==================== lif_neuron
## src/rtl/snn_pkg.sv

```systemverilog
// Shared definitions for the spiking neuron blocks: LIF state encoding and
// signed range helpers used when reducing a widened sum back to WIDTH bits.
package snn_pkg;

  typedef enum logic {
    ST_INTEGRATE = 1'b0,
    ST_REFRACT   = 1'b1
  } lif_state_e;

  // Extra headroom bits carried by the membrane update sum.
  localparam int SUM_GUARD_BITS = 2;

  // Largest signed value representable in w bits.
  function automatic longint signed_max(input int w);
    return (longint'(1) <<< (w - 1)) - longint'(1);
  endfunction

  // Smallest signed value representable in w bits.
  function automatic longint signed_min(input int w);
    return -(longint'(1) <<< (w - 1));
  endfunction

endpackage

```

## src/rtl/lif_sat_add.sv

```systemverilog
// Reduces the WIDTH+2 bit membrane update sum to WIDTH bits.
// Build option LIF_SATURATE_EN: clamp to the signed WIDTH range; otherwise the
// sum wraps (low WIDTH bits kept, two's-complement).
module lif_sat_add
  import snn_pkg::*;
#(
  parameter int WIDTH = 16
) (
  input  logic [WIDTH+SUM_GUARD_BITS-1:0] sum_in,
  output logic [WIDTH-1:0]                sum_out
);

  localparam int SW = WIDTH + SUM_GUARD_BITS;

`ifdef LIF_SATURATE_EN
  localparam logic signed [SW-1:0] MAX_V = SW'(signed_max(WIDTH));
  localparam logic signed [SW-1:0] MIN_V = SW'(signed_min(WIDTH));

  // Clamp anything outside the signed WIDTH range to the nearest limit.
  always_comb begin
    sum_out = sum_in[WIDTH-1:0];
    if ($signed(sum_in) > MAX_V) begin
      sum_out = MAX_V[WIDTH-1:0];
    end else if ($signed(sum_in) < MIN_V) begin
      sum_out = MIN_V[WIDTH-1:0];
    end
  end
`else
  // Guard bits are simply discarded in wrap mode.
  logic [SUM_GUARD_BITS-1:0] unused_guard;
  assign unused_guard = sum_in[SW-1:WIDTH];

  // Keep the low WIDTH bits (two's-complement wrap).
  always_comb begin
    sum_out = sum_in[WIDTH-1:0];
  end
`endif

endmodule

```

## src/rtl/lif_neuron.sv

```systemverilog
// Leaky integrate-and-fire neuron: integrates weighted input spikes with a
// shift-based leak, fires at THRESHOLD, then holds a refractory period.
// Build option LIF_SATURATE_EN selects clamping (vs wrapping) of the update sum.
// Handshake: none. spike_in/weight are sampled on every enabled rising edge;
// results appear on the registered outputs one cycle later. en=0 freezes all
// state and forces spike_out low.
module lif_neuron
  import snn_pkg::*;
#(
  parameter int WIDTH             = 16,
  parameter int THRESHOLD         = 100,
  parameter int LEAK_SHIFT        = 4,
  parameter int REFRACTORY_CYCLES = 2,
  parameter int CNT_WIDTH         = 16
) (
  input  logic                 clk,
  input  logic                 rst,
  input  logic                 en,
  input  logic                 spike_in,
  input  logic [WIDTH-1:0]     weight,
  output logic                 spike_out,
  output logic [WIDTH-1:0]     membrane,
  output logic                 refractory,
  output logic [CNT_WIDTH-1:0] spike_count,
  output logic                 state_dbg
);

  localparam int SW   = WIDTH + SUM_GUARD_BITS;
  localparam int RC_W = (REFRACTORY_CYCLES > 1) ? $clog2(REFRACTORY_CYCLES + 1) : 1;
  localparam logic signed [WIDTH-1:0] THR = WIDTH'(THRESHOLD);

  lif_state_e state_q, state_d;
  logic signed [WIDTH-1:0] membrane_q, membrane_d;
  logic                    spike_out_q, spike_out_d;
  logic [CNT_WIDTH-1:0]    count_q, count_d;
  logic [RC_W-1:0]         rc_q, rc_d;

  logic signed [WIDTH-1:0] leak;
  logic [WIDTH-1:0]        addend;
  logic [SW-1:0]           sum_wide;
  logic [WIDTH-1:0]        sum_red;
  logic                    fire;

  // Membrane update: v - (v >>> LEAK_SHIFT) + weighted spike, at WIDTH+2 bits.
  always_comb begin
    leak     = membrane_q >>> LEAK_SHIFT;
    addend   = spike_in ? weight : '0;
    sum_wide = {{SUM_GUARD_BITS{membrane_q[WIDTH-1]}}, membrane_q}
             - {{SUM_GUARD_BITS{leak[WIDTH-1]}}, leak}
             + {{SUM_GUARD_BITS{addend[WIDTH-1]}}, addend};
    fire     = ($signed(sum_red) >= THR);
  end

  lif_sat_add #(
    .WIDTH (WIDTH)
  ) u_sat_add (
    .sum_in  (sum_wide),
    .sum_out (sum_red)
  );

  // State register; reset beats enable and any pending refractory count.
  always_ff @(posedge clk) begin
    if (!rst) begin
      state_q <= ST_INTEGRATE;
    end else begin
      state_q <= state_d;
    end
  end

  // Next state: enter REFRACT on a fire, leave when the counter is on its last cycle.
  always_comb begin
    state_d = state_q;
    if (en) begin
      case (state_q)
        ST_INTEGRATE: if (fire && (REFRACTORY_CYCLES > 0)) state_d = ST_REFRACT;
        ST_REFRACT:   if (rc_q == RC_W'(1)) state_d = ST_INTEGRATE;
        default:      state_d = ST_INTEGRATE;
      endcase
    end
  end

  // Datapath next values: membrane, fire pulse, fire count, refractory counter.
  always_comb begin
    membrane_d  = membrane_q;
    spike_out_d = 1'b0;
    count_d     = count_q;
    rc_d        = rc_q;
    if (en) begin
      case (state_q)
        ST_INTEGRATE: begin
          if (fire) begin
            membrane_d  = '0;
            spike_out_d = 1'b1;
            rc_d        = RC_W'(REFRACTORY_CYCLES);
            if (count_q != {CNT_WIDTH{1'b1}}) count_d = count_q + CNT_WIDTH'(1);
          end else begin
            membrane_d = $signed(sum_red);
          end
        end
        ST_REFRACT: begin
          membrane_d = '0;
          rc_d       = rc_q - RC_W'(1);
        end
        default: membrane_d = '0;
      endcase
    end
  end

  // Datapath registers.
  always_ff @(posedge clk) begin
    if (!rst) begin
      membrane_q  <= '0;
      spike_out_q <= 1'b0;
      count_q     <= '0;
      rc_q        <= '0;
    end else begin
      membrane_q  <= membrane_d;
      spike_out_q <= spike_out_d;
      count_q     <= count_d;
      rc_q        <= rc_d;
    end
  end

  assign spike_out   = spike_out_q;
  assign membrane    = membrane_q;
  assign refractory  = (state_q == ST_REFRACT);
  assign spike_count = count_q;
  assign state_dbg   = state_q;

endmodule

```

## config.mk

```make
export PLATFORM = sky130hd
export DESIGN_NAME = lif_neuron
export DESIGN_NICKNAME = d
export VERILOG_FILES = /design/src/rtl/snn_pkg.sv /design/src/rtl/lif_sat_add.sv /design/src/rtl/lif_neuron.sv
export SDC_FILE = /design/constraint.sdc
export NUM_CORES = 1
export LEC_CHECK = 0
export CORE_MARGIN = 4
export CORE_UTILIZATION = 25
export DETAILED_ROUTE_END_ITERATION = 10
export PLACE_DENSITY_LB_ADDON = 0.25
export RECOVER_POWER = 100
export SETUP_SLACK_MARGIN = 0.1
export SYNTH_ARGS = -nofsm -noshare
export SYNTH_HDL_FRONTEND = slang
export SYNTH_SLANG_ARGS = --single-unit
```

## constraint.sdc

```tcl
create_clock -name clk -period 6.3 [get_ports clk]
set_input_delay 1.26 -clock clk [delete_from_list [all_inputs] [get_ports clk]]
set_output_delay 1.26 -clock clk [all_outputs]
set_load 0.02 [all_outputs]
```

==================== mem_stage
File: src/rtl/mem_stage.sv
// mem_stage: memory-access stage that sits after the execute-stage ALU.
//   ADD/SUB results go straight to writeback. LOAD/STR use the ALU result as
//   the address and run a req/ack transaction with a variable-latency memory.
//   The stage holds one operation at a time, and every output except
//   in_ready is registered.
//
// Ports:
//   clk, rst        clock; synchronous active-high reset
//   in_valid/ready  upstream handshake (in_ready is combinational)
//   in_opcode       000 ADD, 001 SUB, 100 LOAD, 101 STR, anything else illegal
//   in_result       ALU result, or the memory address for LOAD/STR
//   in_store_data   write data for STR
//   in_rd           destination register
//   mem_*           memory request/acknowledge interface
//   wb_valid/rd/data  single-cycle writeback pulse
//   illegal_op      pulse: an illegal opcode was dropped
//   mem_timeout     pulse: memory operation abandoned without an ack
//
// state      | meaning
// -----------+----------------------------------------------------------
// S_IDLE     | ready to accept an operation
// S_MEM_WAIT | mem_req held high, waiting for mem_ack or the timeout
// S_WB       | wb_valid high for this one cycle
module mem_stage #(
   parameter int WIDTH   = 16,
   parameter int RD_W    = 3,
   parameter int TIMEOUT = 16
) (
   input  logic             clk,
   input  logic             rst,
   input  logic             in_valid,
   output logic             in_ready,
   input  logic [2:0]       in_opcode,
   input  logic [WIDTH-1:0] in_result,
   input  logic [WIDTH-1:0] in_store_data,
   input  logic [RD_W-1:0]  in_rd,
   output logic             mem_req,
   output logic             mem_we,
   output logic [WIDTH-1:0] mem_addr,
   output logic [WIDTH-1:0] mem_wdata,
   input  logic [WIDTH-1:0] mem_rdata,
   input  logic             mem_ack,
   output logic             wb_valid,
   output logic [RD_W-1:0]  wb_rd,
   output logic [WIDTH-1:0] wb_data,
   output logic             illegal_op,
   output logic             mem_timeout
);

   localparam logic [2:0] OP_ADD  = 3'b000;
   localparam logic [2:0] OP_SUB  = 3'b001;
   localparam logic [2:0] OP_LOAD = 3'b100;
   localparam logic [2:0] OP_STR  = 3'b101;

   // The counter only has to reach TIMEOUT-1, which is the last cycle
   // counted in MEM_WAIT.
   localparam int CNT_W = (TIMEOUT > 2) ? $clog2(TIMEOUT) : 1;
   localparam logic [CNT_W-1:0] CNT_LAST = CNT_W'(TIMEOUT - 1);

   typedef enum logic [1:0] {S_IDLE, S_MEM_WAIT, S_WB} state_t;

   state_t           state, state_d;
   logic [CNT_W-1:0] cnt_q, cnt_d;
   logic [RD_W-1:0]  rd_q, rd_d;
   logic             mem_req_d, mem_we_d, wb_valid_d, illegal_d, timeout_d;
   logic [WIDTH-1:0] mem_addr_d, mem_wdata_d, wb_data_d;
   logic [RD_W-1:0]  wb_rd_d;
   logic             xfer;

   assign in_ready = (state == S_IDLE) && !rst;
   assign xfer     = in_valid && in_ready;

   always_ff @(posedge clk) begin
      if (rst) begin
         state       <= S_IDLE;
         cnt_q       <= '0;
         rd_q        <= '0;
         mem_req     <= 1'b0;
         mem_we      <= 1'b0;
         mem_addr    <= '0;
         mem_wdata   <= '0;
         wb_valid    <= 1'b0;
         wb_rd       <= '0;
         wb_data     <= '0;
         illegal_op  <= 1'b0;
         mem_timeout <= 1'b0;
      end else begin
         state       <= state_d;
         cnt_q       <= cnt_d;
         rd_q        <= rd_d;
         mem_req     <= mem_req_d;
         mem_we      <= mem_we_d;
         mem_addr    <= mem_addr_d;
         mem_wdata   <= mem_wdata_d;
         wb_valid    <= wb_valid_d;
         wb_rd       <= wb_rd_d;
         wb_data     <= wb_data_d;
         illegal_op  <= illegal_d;
         mem_timeout <= timeout_d;
      end
   end

   always_comb begin
      state_d = state;
      case (state)
         S_IDLE: begin
            if (xfer) begin
               case (in_opcode)
                  OP_ADD, OP_SUB:  state_d = S_WB;
                  OP_LOAD, OP_STR: state_d = S_MEM_WAIT;
                  default:         state_d = S_IDLE;
               endcase
            end
         end
         S_MEM_WAIT: begin
            // An ack in the last counted cycle takes priority over the timeout.
            if (mem_ack)               state_d = mem_we ? S_IDLE : S_WB;
            else if (cnt_q == CNT_LAST) state_d = S_IDLE;
         end
         S_WB:    state_d = S_IDLE;
         default: state_d = S_IDLE;
      endcase
   end

   // These are the values the output registers load at the next edge.
   // Data outputs keep their contents unless an operation writes them.
   always_comb begin
      mem_req_d   = 1'b0;
      mem_we_d    = mem_we;
      mem_addr_d  = mem_addr;
      mem_wdata_d = mem_wdata;
      wb_valid_d  = 1'b0;
      wb_rd_d     = wb_rd;
      wb_data_d   = wb_data;
      illegal_d   = 1'b0;
      timeout_d   = 1'b0;
      rd_d        = rd_q;
      cnt_d       = '0;
      case (state)
         S_IDLE: begin
            if (xfer) begin
               case (in_opcode)
                  OP_ADD, OP_SUB: begin
                     wb_valid_d = 1'b1;
                     wb_rd_d    = in_rd;
                     wb_data_d  = in_result;
                  end
                  OP_LOAD: begin
                     mem_req_d  = 1'b1;
                     mem_we_d   = 1'b0;
                     mem_addr_d = in_result;
                     rd_d       = in_rd;
                  end
                  OP_STR: begin
                     mem_req_d   = 1'b1;
                     mem_we_d    = 1'b1;
                     mem_addr_d  = in_result;
                     mem_wdata_d = in_store_data;
                  end
                  default: illegal_d = 1'b1;
               endcase
            end
         end
         S_MEM_WAIT: begin
            if (mem_ack) begin
               if (!mem_we) begin
                  wb_valid_d = 1'b1;
                  wb_rd_d    = rd_q;
                  wb_data_d  = mem_rdata;
               end
            end else if (cnt_q == CNT_LAST) begin
               timeout_d = 1'b1;
            end else begin
               mem_req_d = 1'b1;
               cnt_d     = cnt_q + 1'b1;
            end
         end
         default: ;
      endcase
   end

endmodule

File: config.mk
export PLATFORM = sky130hd
export DESIGN_NAME = mem_stage
export DESIGN_NICKNAME = d
export VERILOG_FILES = /design/src/rtl/mem_stage.sv
export SDC_FILE = /design/constraint.sdc
export NUM_CORES = 1
export LEC_CHECK = 0
export CORE_MARGIN = 5
export CORE_UTILIZATION = 46
export DETAILED_ROUTE_END_ITERATION = 10
export PLACE_DENSITY_LB_ADDON = 0.25
export REMOVE_ABC_BUFFERS = 1
export SLEW_MARGIN = 15
export SYNTH_ARGS = -nofsm -noshare
export SYNTH_HDL_FRONTEND = slang
export SYNTH_SLANG_ARGS = --single-unit
export TNS_END_PERCENT = 100
File: constraint.sdc
create_clock -name clk -period 4.3 [get_ports clk]
set_clock_uncertainty 0.05 [all_clocks]
set_input_delay 0.43 -clock clk [delete_from_list [all_inputs] [get_ports clk]]
set_output_delay 0.43 -clock clk [all_outputs]
set_load 0.1 [all_outputs]
==================== rssb_ctrl_flat
File: config.mk
export PLATFORM = sky130hd
export DESIGN_NAME = rssb_ctrl_flat
export DESIGN_NICKNAME = d
export VERILOG_FILES = /design/src/rtl/rssb_if.sv /design/src/rtl/rssb_ctrl.sv /design/src/flat_wrapper.sv
export SDC_FILE = /design/constraint.sdc
export NUM_CORES = 1
export LEC_CHECK = 0
export CORE_ASPECT_RATIO = 0.9
export CORE_MARGIN = 2
export CORE_UTILIZATION = 40
export DETAILED_ROUTE_END_ITERATION = 12
export PLACE_DENSITY = 0.67
export REMOVE_ABC_BUFFERS = 1
export SLEW_MARGIN = 20
export SYNTH_ARGS = -nofsm -noshare
export SYNTH_HDL_FRONTEND = slang
export SYNTH_SLANG_ARGS = --single-unit
File: constraint.sdc
create_clock -name clk -period 6.7 [get_ports clk]
set_input_delay 0.67 -clock clk [delete_from_list [all_inputs] [get_ports clk]]
set_output_delay 0.67 -clock clk [all_outputs]
set_load 0.02 [all_outputs]
File: src/rtl/rssb_if.sv
// rssb_if: bus bundle between the RSSB sequencer and its environment.
//   master : controller side (drives memory address/data/strobe and status,
//            samples start/stop and memory read data)
//   slave  : environment side (memory model + run control)
// Ports carried: start, stop, mem_rdata, mem_addr, mem_wdata, mem_write,
//                pc, acc, borrow, busy, halted, icount.
interface rssb_if #(
  parameter int WIDTH = 8
);
  logic             start;
  logic             stop;
  logic [WIDTH-1:0] mem_rdata;
  logic [WIDTH-1:0] mem_addr;
  logic [WIDTH-1:0] mem_wdata;
  logic             mem_write;
  logic [WIDTH-1:0] pc;
  logic [WIDTH-1:0] acc;
  logic             borrow;
  logic             busy;
  logic             halted;
  logic [15:0]      icount;

  modport master (
    input  start, stop, mem_rdata,
    output mem_addr, mem_wdata, mem_write, pc, acc, borrow, busy, halted, icount
  );

  modport slave (
    output start, stop, mem_rdata,
    input  mem_addr, mem_wdata, mem_write, pc, acc, borrow, busy, halted, icount
  );
endinterface

File: src/rtl/rssb_ctrl.sv
// rssb_ctrl: two-cycle fetch/execute sequencer for the RSSB core.
//   FETCH reads the operand word at pc; EXEC reads mem[opr], computes
//   mem[opr]-acc, writes it back (RAM only, MSB=0) and steps pc by 1,
//   or by 2 when the subtraction borrows.
// Ports:
//   clk  - clock, rising edge
//   rst  - asynchronous active-high reset
//   bus  - rssb_if.master: start/stop run control, single-port memory
//          (mem_addr/mem_rdata/mem_wdata/mem_write) and status outputs
//          (pc, acc, borrow, busy, halted, icount).
module rssb_ctrl #(
  parameter int               WIDTH    = 8,
  parameter logic [WIDTH-1:0] RESET_PC = 8'h80,
  parameter logic [WIDTH-1:0] HALT_OP  = 8'hFF
) (
  input logic   clk,
  input logic   rst,
  rssb_if.master bus
);

  localparam logic [1:0] S_IDLE  = 2'd0;
  localparam logic [1:0] S_FETCH = 2'd1;
  localparam logic [1:0] S_EXEC  = 2'd2;
  localparam logic [1:0] S_HALT  = 2'd3;

  logic [1:0]       state;
  logic [WIDTH-1:0] pc_q;
  logic [WIDTH-1:0] acc_q;
  logic [WIDTH-1:0] opr;
  logic             borrow_q;
  logic [15:0]      icount_q;
  logic             stop_pend;

  // One extra bit on the subtraction: its MSB is the unsigned borrow.
  logic [WIDTH:0]   sub;
  logic             brw;
  assign sub = {1'b0, bus.mem_rdata} - {1'b0, acc_q};
  assign brw = sub[WIDTH];

  always_ff @(posedge clk or posedge rst) begin
    if (rst) begin
      state     <= S_IDLE;
      pc_q      <= RESET_PC;
      acc_q     <= '0;
      opr       <= '0;
      borrow_q  <= 1'b0;
      icount_q  <= '0;
      stop_pend <= 1'b0;
    end else begin
      case (state)
        S_IDLE, S_HALT: begin
          // stop is meaningless while not running; never carry it into a run.
          stop_pend <= 1'b0;
          if (bus.start) begin
            state    <= S_FETCH;
            pc_q     <= RESET_PC;
            acc_q    <= '0;
            borrow_q <= 1'b0;
            icount_q <= '0;
          end
        end
        S_FETCH: begin
          opr <= bus.mem_rdata;
          if (bus.stop) stop_pend <= 1'b1;
          state <= (bus.mem_rdata == HALT_OP) ? S_HALT : S_EXEC;
        end
        S_EXEC: begin
          acc_q    <= sub[WIDTH-1:0];
          borrow_q <= brw;
          pc_q     <= pc_q + {{(WIDTH-1){1'b0}}, 1'b1} + {{(WIDTH-1){1'b0}}, brw};
          icount_q <= icount_q + 16'd1;
          if (stop_pend || bus.stop) begin
            state     <= S_IDLE;
            stop_pend <= 1'b0;
          end else begin
            state <= S_FETCH;
          end
        end
        default: state <= S_IDLE;
      endcase
    end
  end

  // Memory side is purely state/register driven, so rst kills the write
  // strobe in the same instant it forces IDLE.
  assign bus.mem_addr  = (state == S_EXEC) ? opr : pc_q;
  assign bus.mem_wdata = sub[WIDTH-1:0];
  assign bus.mem_write = (state == S_EXEC) && !opr[WIDTH-1];

  assign bus.pc     = pc_q;
  assign bus.acc    = acc_q;
  assign bus.borrow = borrow_q;
  assign bus.icount = icount_q;
  assign bus.busy   = (state == S_FETCH) || (state == S_EXEC);
  assign bus.halted = (state == S_HALT);

endmodule

File: src/flat_wrapper.sv
// flat-port wrapper written by rule: the top's interface ports become plain ports
module rssb_ctrl_flat 
#(
  parameter int               WIDTH    = 8,
  parameter logic [WIDTH-1:0] RESET_PC = 8'h80,
  parameter logic [WIDTH-1:0] HALT_OP  = 8'hFF
)
  (clk, rst, bus_start, bus_stop, bus_mem_rdata, bus_mem_addr, bus_mem_wdata, bus_mem_write, bus_pc, bus_acc, bus_borrow, bus_busy, bus_halted, bus_icount);
  rssb_if #(.WIDTH(WIDTH)) bus_i ();
  input logic clk;
  input logic rst;
  input wire logic [$bits(bus_i.start)-1:0] bus_start;
  input wire logic [$bits(bus_i.stop)-1:0] bus_stop;
  input wire logic [$bits(bus_i.mem_rdata)-1:0] bus_mem_rdata;
  output wire logic [$bits(bus_i.mem_addr)-1:0] bus_mem_addr;
  output wire logic [$bits(bus_i.mem_wdata)-1:0] bus_mem_wdata;
  output wire logic [$bits(bus_i.mem_write)-1:0] bus_mem_write;
  output wire logic [$bits(bus_i.pc)-1:0] bus_pc;
  output wire logic [$bits(bus_i.acc)-1:0] bus_acc;
  output wire logic [$bits(bus_i.borrow)-1:0] bus_borrow;
  output wire logic [$bits(bus_i.busy)-1:0] bus_busy;
  output wire logic [$bits(bus_i.halted)-1:0] bus_halted;
  output wire logic [$bits(bus_i.icount)-1:0] bus_icount;
  assign bus_i.start = bus_start;
  assign bus_i.stop = bus_stop;
  assign bus_i.mem_rdata = bus_mem_rdata;
  assign bus_mem_addr = bus_i.mem_addr;
  assign bus_mem_wdata = bus_i.mem_wdata;
  assign bus_mem_write = bus_i.mem_write;
  assign bus_pc = bus_i.pc;
  assign bus_acc = bus_i.acc;
  assign bus_borrow = bus_i.borrow;
  assign bus_busy = bus_i.busy;
  assign bus_halted = bus_i.halted;
  assign bus_icount = bus_i.icount;
  rssb_ctrl #(.WIDTH(WIDTH), .RESET_PC(RESET_PC), .HALT_OP(HALT_OP)) u_core (.clk(clk), .rst(rst), .bus(bus_i));
endmodule
==================== spi_mem_master_flat
File: src/rtl/spi_mem_master_if.sv
// CPU-side request/response bundle for spi_mem_master.
// master: CPU core drives the request; slave: spi_mem_master answers it.
interface spi_mem_master_if #(
    parameter int unsigned ADDR_W = 16
);
    logic              req;
    logic              we;
    logic [ADDR_W-1:0] addr;
    logic [15:0]       wdata;
    logic              size;
    logic              ready;
    logic              busy;
    logic              done;
    logic [15:0]       rdata;

    modport master (
        output req, we, addr, wdata, size,
        input  ready, busy, done, rdata
    );

    modport slave (
        input  req, we, addr, wdata, size,
        output ready, busy, done, rdata
    );
endinterface

File: src/rtl/spi_mem_master.sv
// SPI mode-0 initiator for a serial SRAM: turns one CPU read/write request
// into command byte + address + data, MSB first, with spi_clk = clk/2.
// Optional feature macro: SPIM_BYTE_ACCESS_EN (size = 1 selects 8-bit data).
module spi_mem_master #(
    parameter int unsigned ADDR_W    = 16,
    parameter logic [7:0]  CMD_READ  = 8'h03,
    parameter logic [7:0]  CMD_WRITE = 8'h02
) (
    input  logic            clk,
    input  logic            rst_n,
    spi_mem_master_if.slave bus,
    output logic            spi_select,
    output logic            spi_clk,
    output logic            spi_mosi,
    input  logic            spi_miso
);
    localparam int unsigned SR_W  = 8 + ADDR_W + 16;
    localparam int unsigned CNT_W = $clog2(SR_W + 1);

    typedef enum logic [2:0] {
        S_IDLE,
        S_CMD,
        S_ADDR,
        S_DATA,
        S_DONE
    } state_t;

    state_t             state_q;
    state_t             state_d;
    logic               phase_h;
    logic [CNT_W-1:0]   bit_cnt;
    logic [CNT_W-1:0]   cnt_next;
    logic [CNT_W-1:0]   d_len;
    logic [SR_W-1:0]    tx_sr;
    logic [SR_W-1:0]    load_val;
    logic [15:0]        rx_sr;
    logic [15:0]        rdata_q;
    logic               we_q;
    logic               byte_q;
    logic               byte_sel;
    logic               active;
    logic               accept;

`ifdef SPIM_BYTE_ACCESS_EN
    assign byte_sel = bus.size;
`else
    assign byte_sel = 1'b0;
`endif

    // Shared decode: transfer activity, acceptance, and bit bookkeeping.
    always_comb begin
        active   = (state_q == S_CMD) || (state_q == S_ADDR) || (state_q == S_DATA);
        accept   = (state_q == S_IDLE) && bus.req;
        cnt_next = bit_cnt - 1'b1;
        d_len    = byte_q ? CNT_W'(8) : CNT_W'(16);
    end

    // Transmit image: byte writes put wdata[7:0] in the top data byte so the
    // same MSB-first shift serves both widths; reads shift out zeros.
    always_comb begin
        load_val = '0;
        if (bus.we) begin
            if (byte_sel) begin
                load_val = {CMD_WRITE, bus.addr, bus.wdata[7:0], 8'h00};
            end else begin
                load_val = {CMD_WRITE, bus.addr, bus.wdata};
            end
        end else begin
            load_val = {CMD_READ, bus.addr, 16'h0000};
        end
    end

    // FSM state register.
    always_ff @(posedge clk) begin
        if (!rst_n) begin
            state_q <= S_IDLE;
        end else begin
            state_q <= state_d;
        end
    end

    // FSM next state: segment boundaries are found from the bits remaining
    // after the current bit completes (end of its high phase).
    always_comb begin
        state_d = state_q;
        unique case (state_q)
            S_IDLE: begin
                if (bus.req) begin
                    state_d = S_CMD;
                end
            end
            S_CMD, S_ADDR, S_DATA: begin
                if (phase_h) begin
                    if (cnt_next == '0) begin
                        state_d = S_DONE;
                    end else if (cnt_next == d_len) begin
                        state_d = S_DATA;
                    end else if (cnt_next == CNT_W'(ADDR_W) + d_len) begin
                        state_d = S_ADDR;
                    end
                end
            end
            S_DONE: begin
                state_d = S_IDLE;
            end
            default: begin
                state_d = S_IDLE;
            end
        endcase
    end

    // Datapath: load on acceptance, sample MISO at spi_clk rise, shift at fall,
    // and publish read data on the edge entering DONE.
    always_ff @(posedge clk) begin
        if (!rst_n) begin
            phase_h <= 1'b0;
            bit_cnt <= '0;
            tx_sr   <= '0;
            rx_sr   <= '0;
            rdata_q <= '0;
            we_q    <= 1'b0;
            byte_q  <= 1'b0;
        end else begin
            if (accept) begin
                phase_h <= 1'b0;
                tx_sr   <= load_val;
                rx_sr   <= '0;
                we_q    <= bus.we;
                byte_q  <= byte_sel;
                bit_cnt <= byte_sel ? CNT_W'(8 + ADDR_W + 8) : CNT_W'(SR_W);
            end else if (active) begin
                if (!phase_h) begin
                    phase_h <= 1'b1;
                    if (state_q == S_DATA && !we_q) begin
                        rx_sr <= {rx_sr[14:0], spi_miso};
                    end
                end else begin
                    phase_h <= 1'b0;
                    tx_sr   <= {tx_sr[SR_W-2:0], 1'b0};
                    bit_cnt <= cnt_next;
                    if (cnt_next == '0 && !we_q) begin
                        rdata_q <= rx_sr;
                    end
                end
            end
        end
    end

    // Outputs decoded from registered state only.
    always_comb begin
        bus.ready  = (state_q == S_IDLE);
        bus.busy   = (state_q != S_IDLE);
        bus.done   = (state_q == S_DONE);
        bus.rdata  = rdata_q;
        spi_select = active;
        spi_clk    = active && phase_h;
        spi_mosi   = active && tx_sr[SR_W-1];
    end
endmodule

File: src/flat_wrapper.sv
// flat-port wrapper written by rule: the top's interface ports become plain ports
module spi_mem_master_flat 
#(
    parameter int unsigned ADDR_W    = 16,
    parameter logic [7:0]  CMD_READ  = 8'h03,
    parameter logic [7:0]  CMD_WRITE = 8'h02
)
  (clk, rst_n, spi_select, spi_clk, spi_mosi, spi_miso, bus_req, bus_we, bus_addr, bus_wdata, bus_size, bus_ready, bus_busy, bus_done, bus_rdata);
  spi_mem_master_if #(.ADDR_W(ADDR_W)) bus_i ();
  input  logic clk;
  input  logic rst_n;
  output logic spi_select;
  output logic spi_clk;
  output logic spi_mosi;
  input  logic spi_miso;
  input wire logic [$bits(bus_i.req)-1:0] bus_req;
  input wire logic [$bits(bus_i.we)-1:0] bus_we;
  input wire logic [$bits(bus_i.addr)-1:0] bus_addr;
  input wire logic [$bits(bus_i.wdata)-1:0] bus_wdata;
  input wire logic [$bits(bus_i.size)-1:0] bus_size;
  output wire logic [$bits(bus_i.ready)-1:0] bus_ready;
  output wire logic [$bits(bus_i.busy)-1:0] bus_busy;
  output wire logic [$bits(bus_i.done)-1:0] bus_done;
  output wire logic [$bits(bus_i.rdata)-1:0] bus_rdata;
  assign bus_i.req = bus_req;
  assign bus_i.we = bus_we;
  assign bus_i.addr = bus_addr;
  assign bus_i.wdata = bus_wdata;
  assign bus_i.size = bus_size;
  assign bus_ready = bus_i.ready;
  assign bus_busy = bus_i.busy;
  assign bus_done = bus_i.done;
  assign bus_rdata = bus_i.rdata;
  spi_mem_master #(.ADDR_W(ADDR_W), .CMD_READ(CMD_READ), .CMD_WRITE(CMD_WRITE)) u_core (.clk(clk), .rst_n(rst_n), .bus(bus_i), .spi_select(spi_select), .spi_clk(spi_clk), .spi_mosi(spi_mosi), .spi_miso(spi_miso));
endmodule
File: config.mk
export PLATFORM = sky130hd
export DESIGN_NAME = spi_mem_master_flat
export DESIGN_NICKNAME = d
export VERILOG_FILES = /design/src/rtl/spi_mem_master_if.sv /design/src/rtl/spi_mem_master.sv /design/src/flat_wrapper.sv
export SDC_FILE = /design/constraint.sdc
export NUM_CORES = 1
export LEC_CHECK = 0
export CORE_MARGIN = 4
export CORE_UTILIZATION = 55
export CTS_BUF_LIST = sky130_fd_sc_hd__clkbuf_2
export DETAILED_ROUTE_END_ITERATION = 8
export HOLD_SLACK_MARGIN = 0.12
export PLACE_DENSITY = 0.82
export SLEW_MARGIN = 20
export SYNTH_ARGS = -nofsm -noshare
export SYNTH_HDL_FRONTEND = slang
export SYNTH_SLANG_ARGS = --single-unit
File: constraint.sdc
create_clock -name clk -period 4.3 [get_ports clk]
set_input_delay 0.86 -clock clk [delete_from_list [all_inputs] [get_ports clk]]
set_output_delay 0.86 -clock clk [all_outputs]
set_load 0.05 [all_outputs]
Fig. 1: spi_mem_master_flat, signal wires on met3
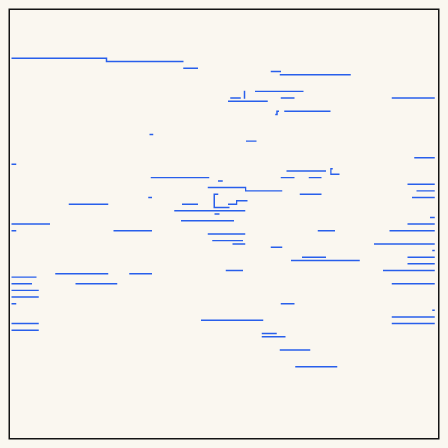
longest straight run: 19.3 µm
nets with wire on the layer: 55
share of all routed wire: 5.4%
wire length on this layer: 434 µm
main direction: horizontal
vias: 3268
met3 Track Usage GR: 3.86%
total wire length: 8060 µm

==> flow_metrics.env, spi_mem_master_flat <==
# implementation run metrics
export IMPL_drc=0
export IMPL_antenna_found_initial=0
export IMPL_r2r_cells=7
export IMPL_max_freq_mhz=328
export IMPL_buffers=63
export IMPL_crit_chain="or3_1 -> inv_1 -> clkdlybuf4s50_1"
export IMPL_grt_usage_pct=22.6
export IMPL_status="finished, final reports clean"
export IMPL_r2r_start="u_core.bit_cnt[0]"
export IMPL_die_h_um=87.7
export IMPL_largest_class="sequential cells"
export IMPL_setup_tns_final_ps=0
export IMPL_hold_start="u_core.rx_sr[4]"
export IMPL_skew_ps=23.6
export IMPL_grt_pass1_wl_um=14000
export IMPL_drv_cap=0
export IMPL_p_sw_mw=0.409
export IMPL_clkCellAreaFrac_pct=2.47
export IMPL_inverters=7
export IMPL_warnings=28
export IMPL_ys_dominant_reg_cell="dfxtp_1"
export IMPL_use_met2_pct=36.9
export IMPL_comb_area_um2=1660
export IMPL_io_pins=60
export IMPL_area_delta_synth_final_pct=18.9
export IMPL_edf_count=0
export IMPL_sequentialPowerShare_pct=58.2
==> spi_mem_master_flat: Yosys cell counts, types with 2 or more instances <==
cell type / n
xnor2_1: 2
clkbuf_1: 30
inv_1: 7
or3_1: 4
nand4_1: 16
and2_1: 4
a311oi_1: 16
dfxtp_1: 83
nor2_1: 29
buf_2: 4
xor2_1: 2
o21ai_0: 2
a21oi_1: 59
o22ai_1: 10
nand2_1: 85
ha_1: 2
nor3_1: 11
buf_1: 5
nand2b_1: 3
o41ai_1: 16
a22oi_1: 13
nand3_1: 6
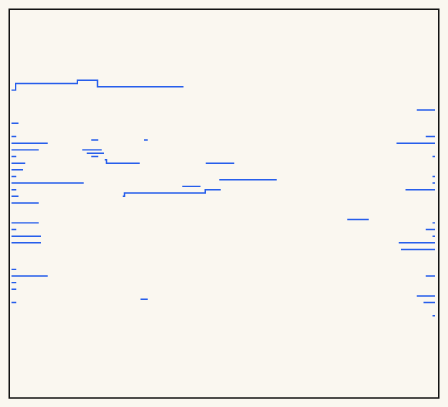
Fig. 2. Signal wires on met3 (rssb_ctrl_flat).
wire length on this layer: 214 µm
main direction: horizontal
longest straight run: 17.5 µm
met3 Track Usage GR: 3.95%
total wire length: 5800 µm
vias: 2088

==> flow_metrics.env, rssb_ctrl_flat <==
# implementation run metrics
export IMPL_clockPowerShare_pct=13.2
export IMPL_status="finished, final reports clean"
export IMPL_cp_slowest_cell="clkdlybuf4s50_1"
export IMPL_hpwl_um=4220
export IMPL_lay_top_count="clkdlybuf4s50_1"
export IMPL_p_sw_mw=0.516
export IMPL_crit_fanout=3
export IMPL_top_power_group="combinational cells"
export IMPL_mux_share_pct=7.59
export IMPL_diodes=0
export IMPL_yosysTopAreaCellShare_pct=42.7
export IMPL_ys_flops=44
export IMPL_met3_wirelength_um=213
export IMPL_row_count=27
export IMPL_grt_max_degree=45
export IMPL_cts_resized=0
export IMPL_clk_path_buf_depth=2
export IMPL_grt_usage_pct=18.1
export IMPL_die_h_um=79.3
export IMPL_finalPower_mw=1.23
export IMPL_yosysUniqueCellTypes=41
export IMPL_reg2reg_slack_ps=3410
export IMPL_warnings=27
export IMPL_drt_pass1_iterations=4
export IMPL_crit_chain="clkdlybuf4s50_1 -> inv_1 -> ha_1 -> inv_1 -> fa_1 -> a211oi_1 -> nor2_1 -> o31a_1 -> nor2_1 -> clkdlybuf4s50_1"
export IMPL_top_area_cell="dfrtp_1"
export IMPL_final_cell_mix="63 x clkdlybuf4s50_1, 43 x dfrtp_1, 22 x nand2_1, 22 x o21ai_0, 21 x inv_1"
export IMPL_relSlewSlack_pct=34.0
export IMPL_worstMarginPinSlew_ps=986
export IMPL_setup_viol=0
==> rssb_ctrl_flat: layout make-up <==
class                           count  area, µm²  area share [%]
Multi-Input combinational cell    180       1310            39.4
Sequential cell                    44       1100            33.1
Timing Repair Buffer               65        646            19.4
Tap cell                           87        109            3.27
Inverter                           21       78.8            2.37
Clock buffer                        7       76.3            2.29
Clock inverter                      1       5.00           0.150
==> rssb_ctrl_flat: registers in the layout, indices dropped and copies added, names as in the netlist <==
name / count
u_core.state: 2
u_core.bus.acc: 8
u_core.stop_pend: 1
u_core.bus.pc: 8
u_core.bus.icount: 16
u_core.bus.borrow: 1
u_core.opr: 8
Fig. 3: lif_neuron, signal wires by layer
Only two layers are drawn.
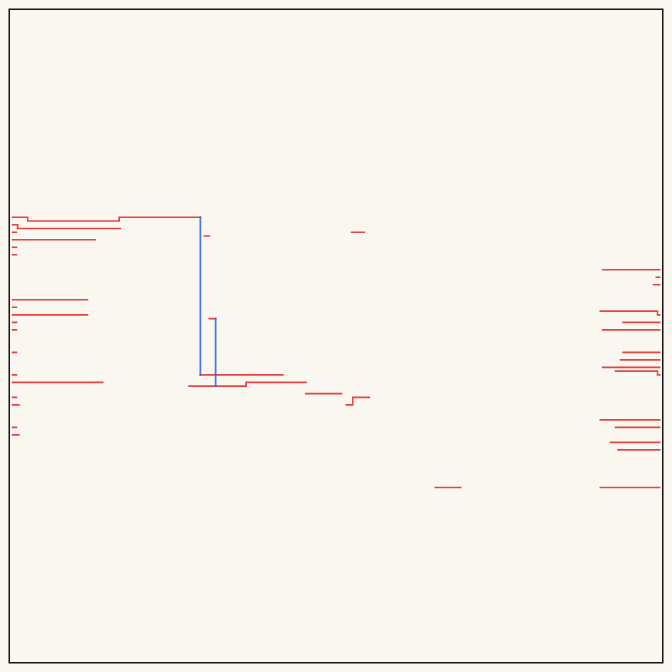
| colour | layer | wire length |
|---|---|---|
| red | M3 | 300 µm |
| blue | M4 | 40.8 µm |
vias: 2704
total wire length: 7860 µm
Tot GR Track Use: 11.3%
routed length per instance: 14.1 µm

Fig. 4: lif_neuron, congestion heat map
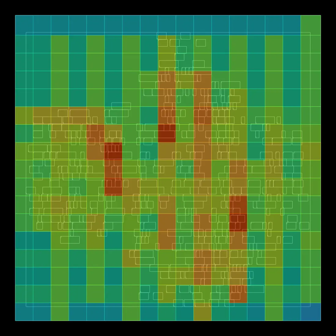
GR Util met1: 15.3%
GR peak layer: met2
Core Util, Final: 32.4%

==> flow_metrics.env, lif_neuron <==
# implementation run metrics
export IMPL_min_path_cells=2
export IMPL_grt_overflow=0
export IMPL_crit_type="in2reg"
export IMPL_p_comb_share_pct=72.8
export IMPL_internal_power_mw=1.07
export IMPL_yosys_top_cells_count="52 x inv_1, 40 x nand2_1, 36 x dfxtp_1"
export IMPL_wl_met1_um=3970
export IMPL_die_h_um=118
export IMPL_dp_slack_ps=582
export IMPL_arrival_ps=5800
export IMPL_flop_area_um2=721
export IMPL_area_delta_synth_final_pct=24.6
export IMPL_cp_top_family="AND-OR/OR-AND gates"
export IMPL_p_sw_share_pct=50.0
export IMPL_drv_cap=0
export IMPL_ys_dominant_reg_cell="dfxtp_1"
export IMPL_whs_ps=486
export IMPL_end_kind="register"
export IMPL_routed_via_density=4.84
export IMPL_cp_slowest_cell="dlygate4sd3_1"
export IMPL_edf_count=0
export IMPL_seq_power_mw=0.344
export IMPL_worst_slack_ps=720
export IMPL_crit_cells=13
export IMPL_die_area_um2=14000
export IMPL_avgSynthCellArea_um2=8.17
export IMPL_final_cell_mix="52 x inv_1, 40 x nand2_1, 36 x dlygate4sd3_1, 36 x dfxtp_1, 26 x a21oi_1"
export IMPL_io_pins=55
export IMPL_grt_pass1_wl_um=13300
export IMPL_top_power_group="combinational cells"
export IMPL_core_area_um2=11700
export IMPL_drt_pass1_iterations=4
export IMPL_rsz0062_at_grt="no"
export IMPL_reg2reg_slack_ps=2220
export IMPL_logic_gates=265
export IMPL_diodes=0
export IMPL_status="finished, final reports clean"
export IMPL_grt_max_degree=27
export IMPL_top_area_cell="dfxtp_1"
export IMPL_pg_clk_mw=0.235
export IMPL_synth_chip_area_um2=3030
export IMPL_clockPowerShare_pct=11.0
export IMPL_worstSkewPairLatency_ps=270
export IMPL_powerDensity_nw_per_um2=564
[lif_neuron: logic make-up (layout without fill, tap and decap cells)]
| family | count (synthesis) | count (layout) | share of synthesized area [%] |
|---|---|---|---|
| AOI/OAI and AO/OA | 92 | 92 | 22.0 |
| xor gates and xnor gates | 13 | 13 | 4.00 |
| adders and majority gates | 33 | 33 | 17.3 |
| buffers and inverters | 70 | 115 | 9.78 |
| DFF | 36 | 36 | 23.8 |
| muxes | 10 | 10 | 3.34 |
| and+or+nand+nor | 117 | 117 | 19.8 |
Fig. 5: mem_stage, signal wires by layer
Only two layers are drawn.
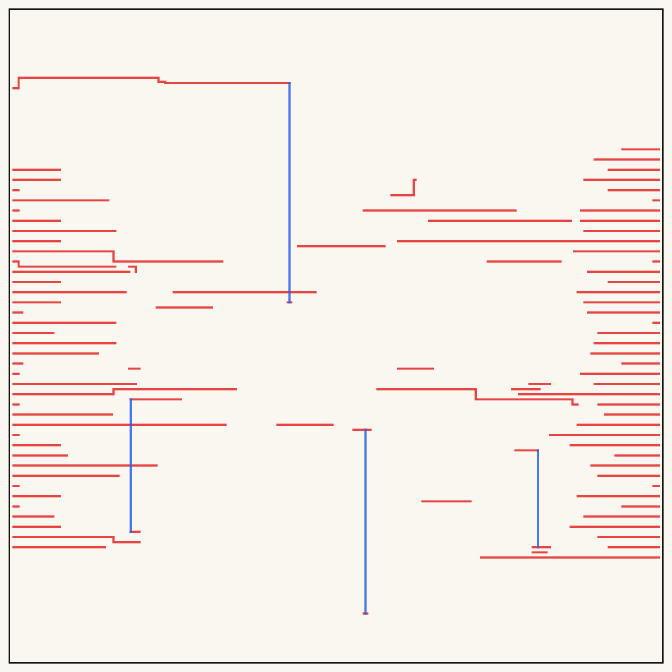
| colour | layer | wire length |
|---|---|---|
| blue | M4 | 84.3 µm |
| red | M3 | 957 µm |

==> flow_metrics.env, mem_stage <==
# implementation run metrics
export IMPL_powerDensity_nw_per_um2=365
export IMPL_async_flop_share_pct=0
export IMPL_netlist_instances=294
export IMPL_lay_top_count="clkdlybuf4s50_1"
export IMPL_synth_chip_area_um2=2720
export IMPL_whs_ps=419
export IMPL_leakagePower_nw=1.33
export IMPL_min_to="rd_q[1]"
export IMPL_finalPower_mw=1.47
export IMPL_dp_slack_ps=1630
export IMPL_status="finished, final reports clean"
export IMPL_hold_start="rd_q[1]"
export IMPL_synth_simple_area_share_pct=12.7
export IMPL_max_freq_mhz=386
export IMPL_peakVddDrop_mv=0.241
export IMPL_internal_power_mw=1.04
export IMPL_cp_slowest_cell="clkdlybuf4s50_1"
export IMPL_rsz0062_at_grt="no"
export IMPL_period_minus_slack_ps=2590
export IMPL_sequentialPowerShare_pct=42.8
export IMPL_setup_worst_path_start="state[1]"
mem_stage: registers in the layout (all words and copies together) (netlist names), 2 cells and up:
signal	count
mem_addr	16
mem_wdata	16
wb_data	16
cnt_q	4
rd_q	3
wb_rd	3
state	2
mem_stage: worst max-delay path, delay by kind of cell (launching register included):
family                 cells  cell delay (ps)
buffers and inverters      1             1160
flip-flops                 1              400
AND/OR/NAND/NOR            1              220
mem_stage: metal layers:
metal	vias up	global-route usage (%)
met5	-	0
met4	0	8.64
met3	8	7.57
met2	121	34.1
met1	1215	27.1
li1	1285	-

==> notes/layouts.md <==
Pictures saved along the way, in no particular order.

Pin placement.
Pins as bars across the die edge, other pins in grey.
image #1
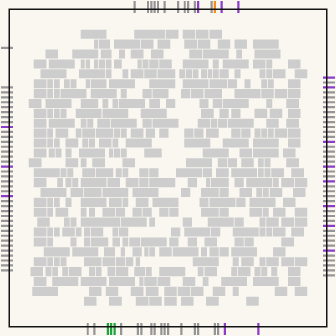
image #2
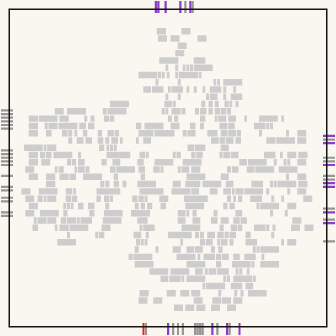
image #3
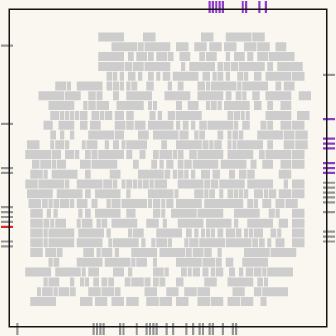
image #4
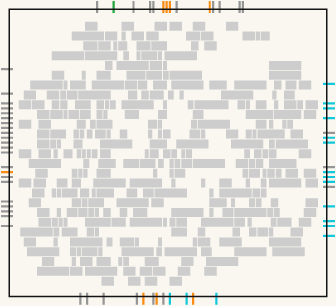
For spi_mem_master_flat, see image #3.
For lif_neuron, see image #2.
For mem_stage, see image #1.
For rssb_ctrl_flat, see image #4.
- most pins: image #1



==> notes/layouts.md <==
Pictures saved along the way, in no particular order.

Congestion heat map.
picture 1
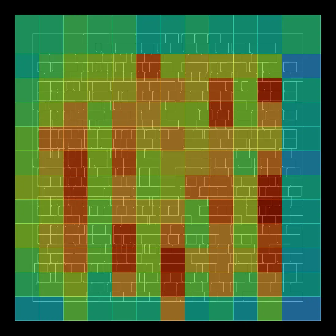
picture 2
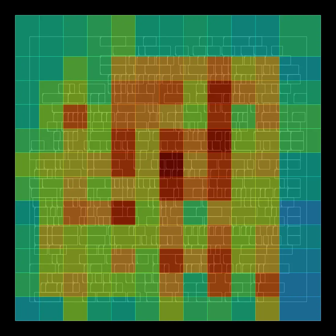
picture 3
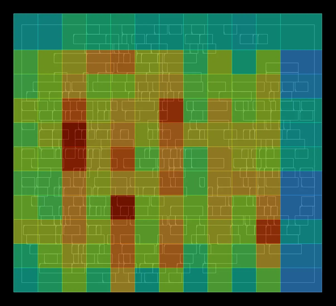
mem_stage is picture 1.
spi_mem_master_flat is picture 2.
rssb_ctrl_flat is picture 3.
- lowest track usage: picture 3
- lowest utilization: picture 3


==> gallery <==
Register map, names as in the netlist.
(a)
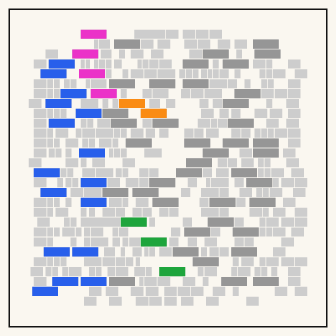
(b)
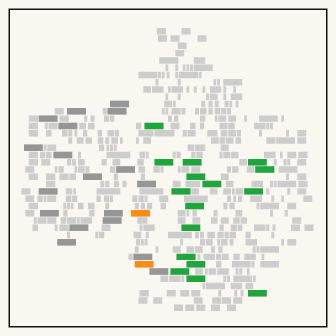
(c)
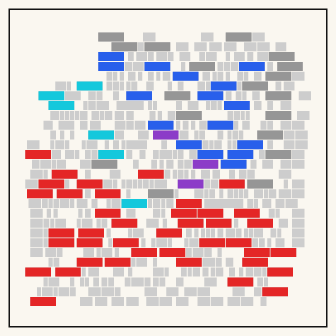
(d)
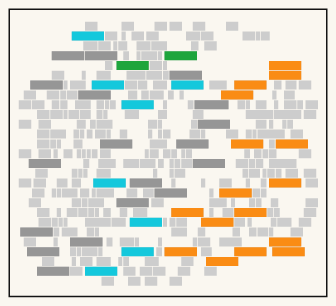
Of these, fewest sequential cells: (b)
Of these, fewest cells: (d)
| from | picture |
|---|---|
| spi_mem_master_flat | (c) |
| lif_neuron | (b) |
| rssb_ctrl_flat | (d) |
| mem_stage | (a) |

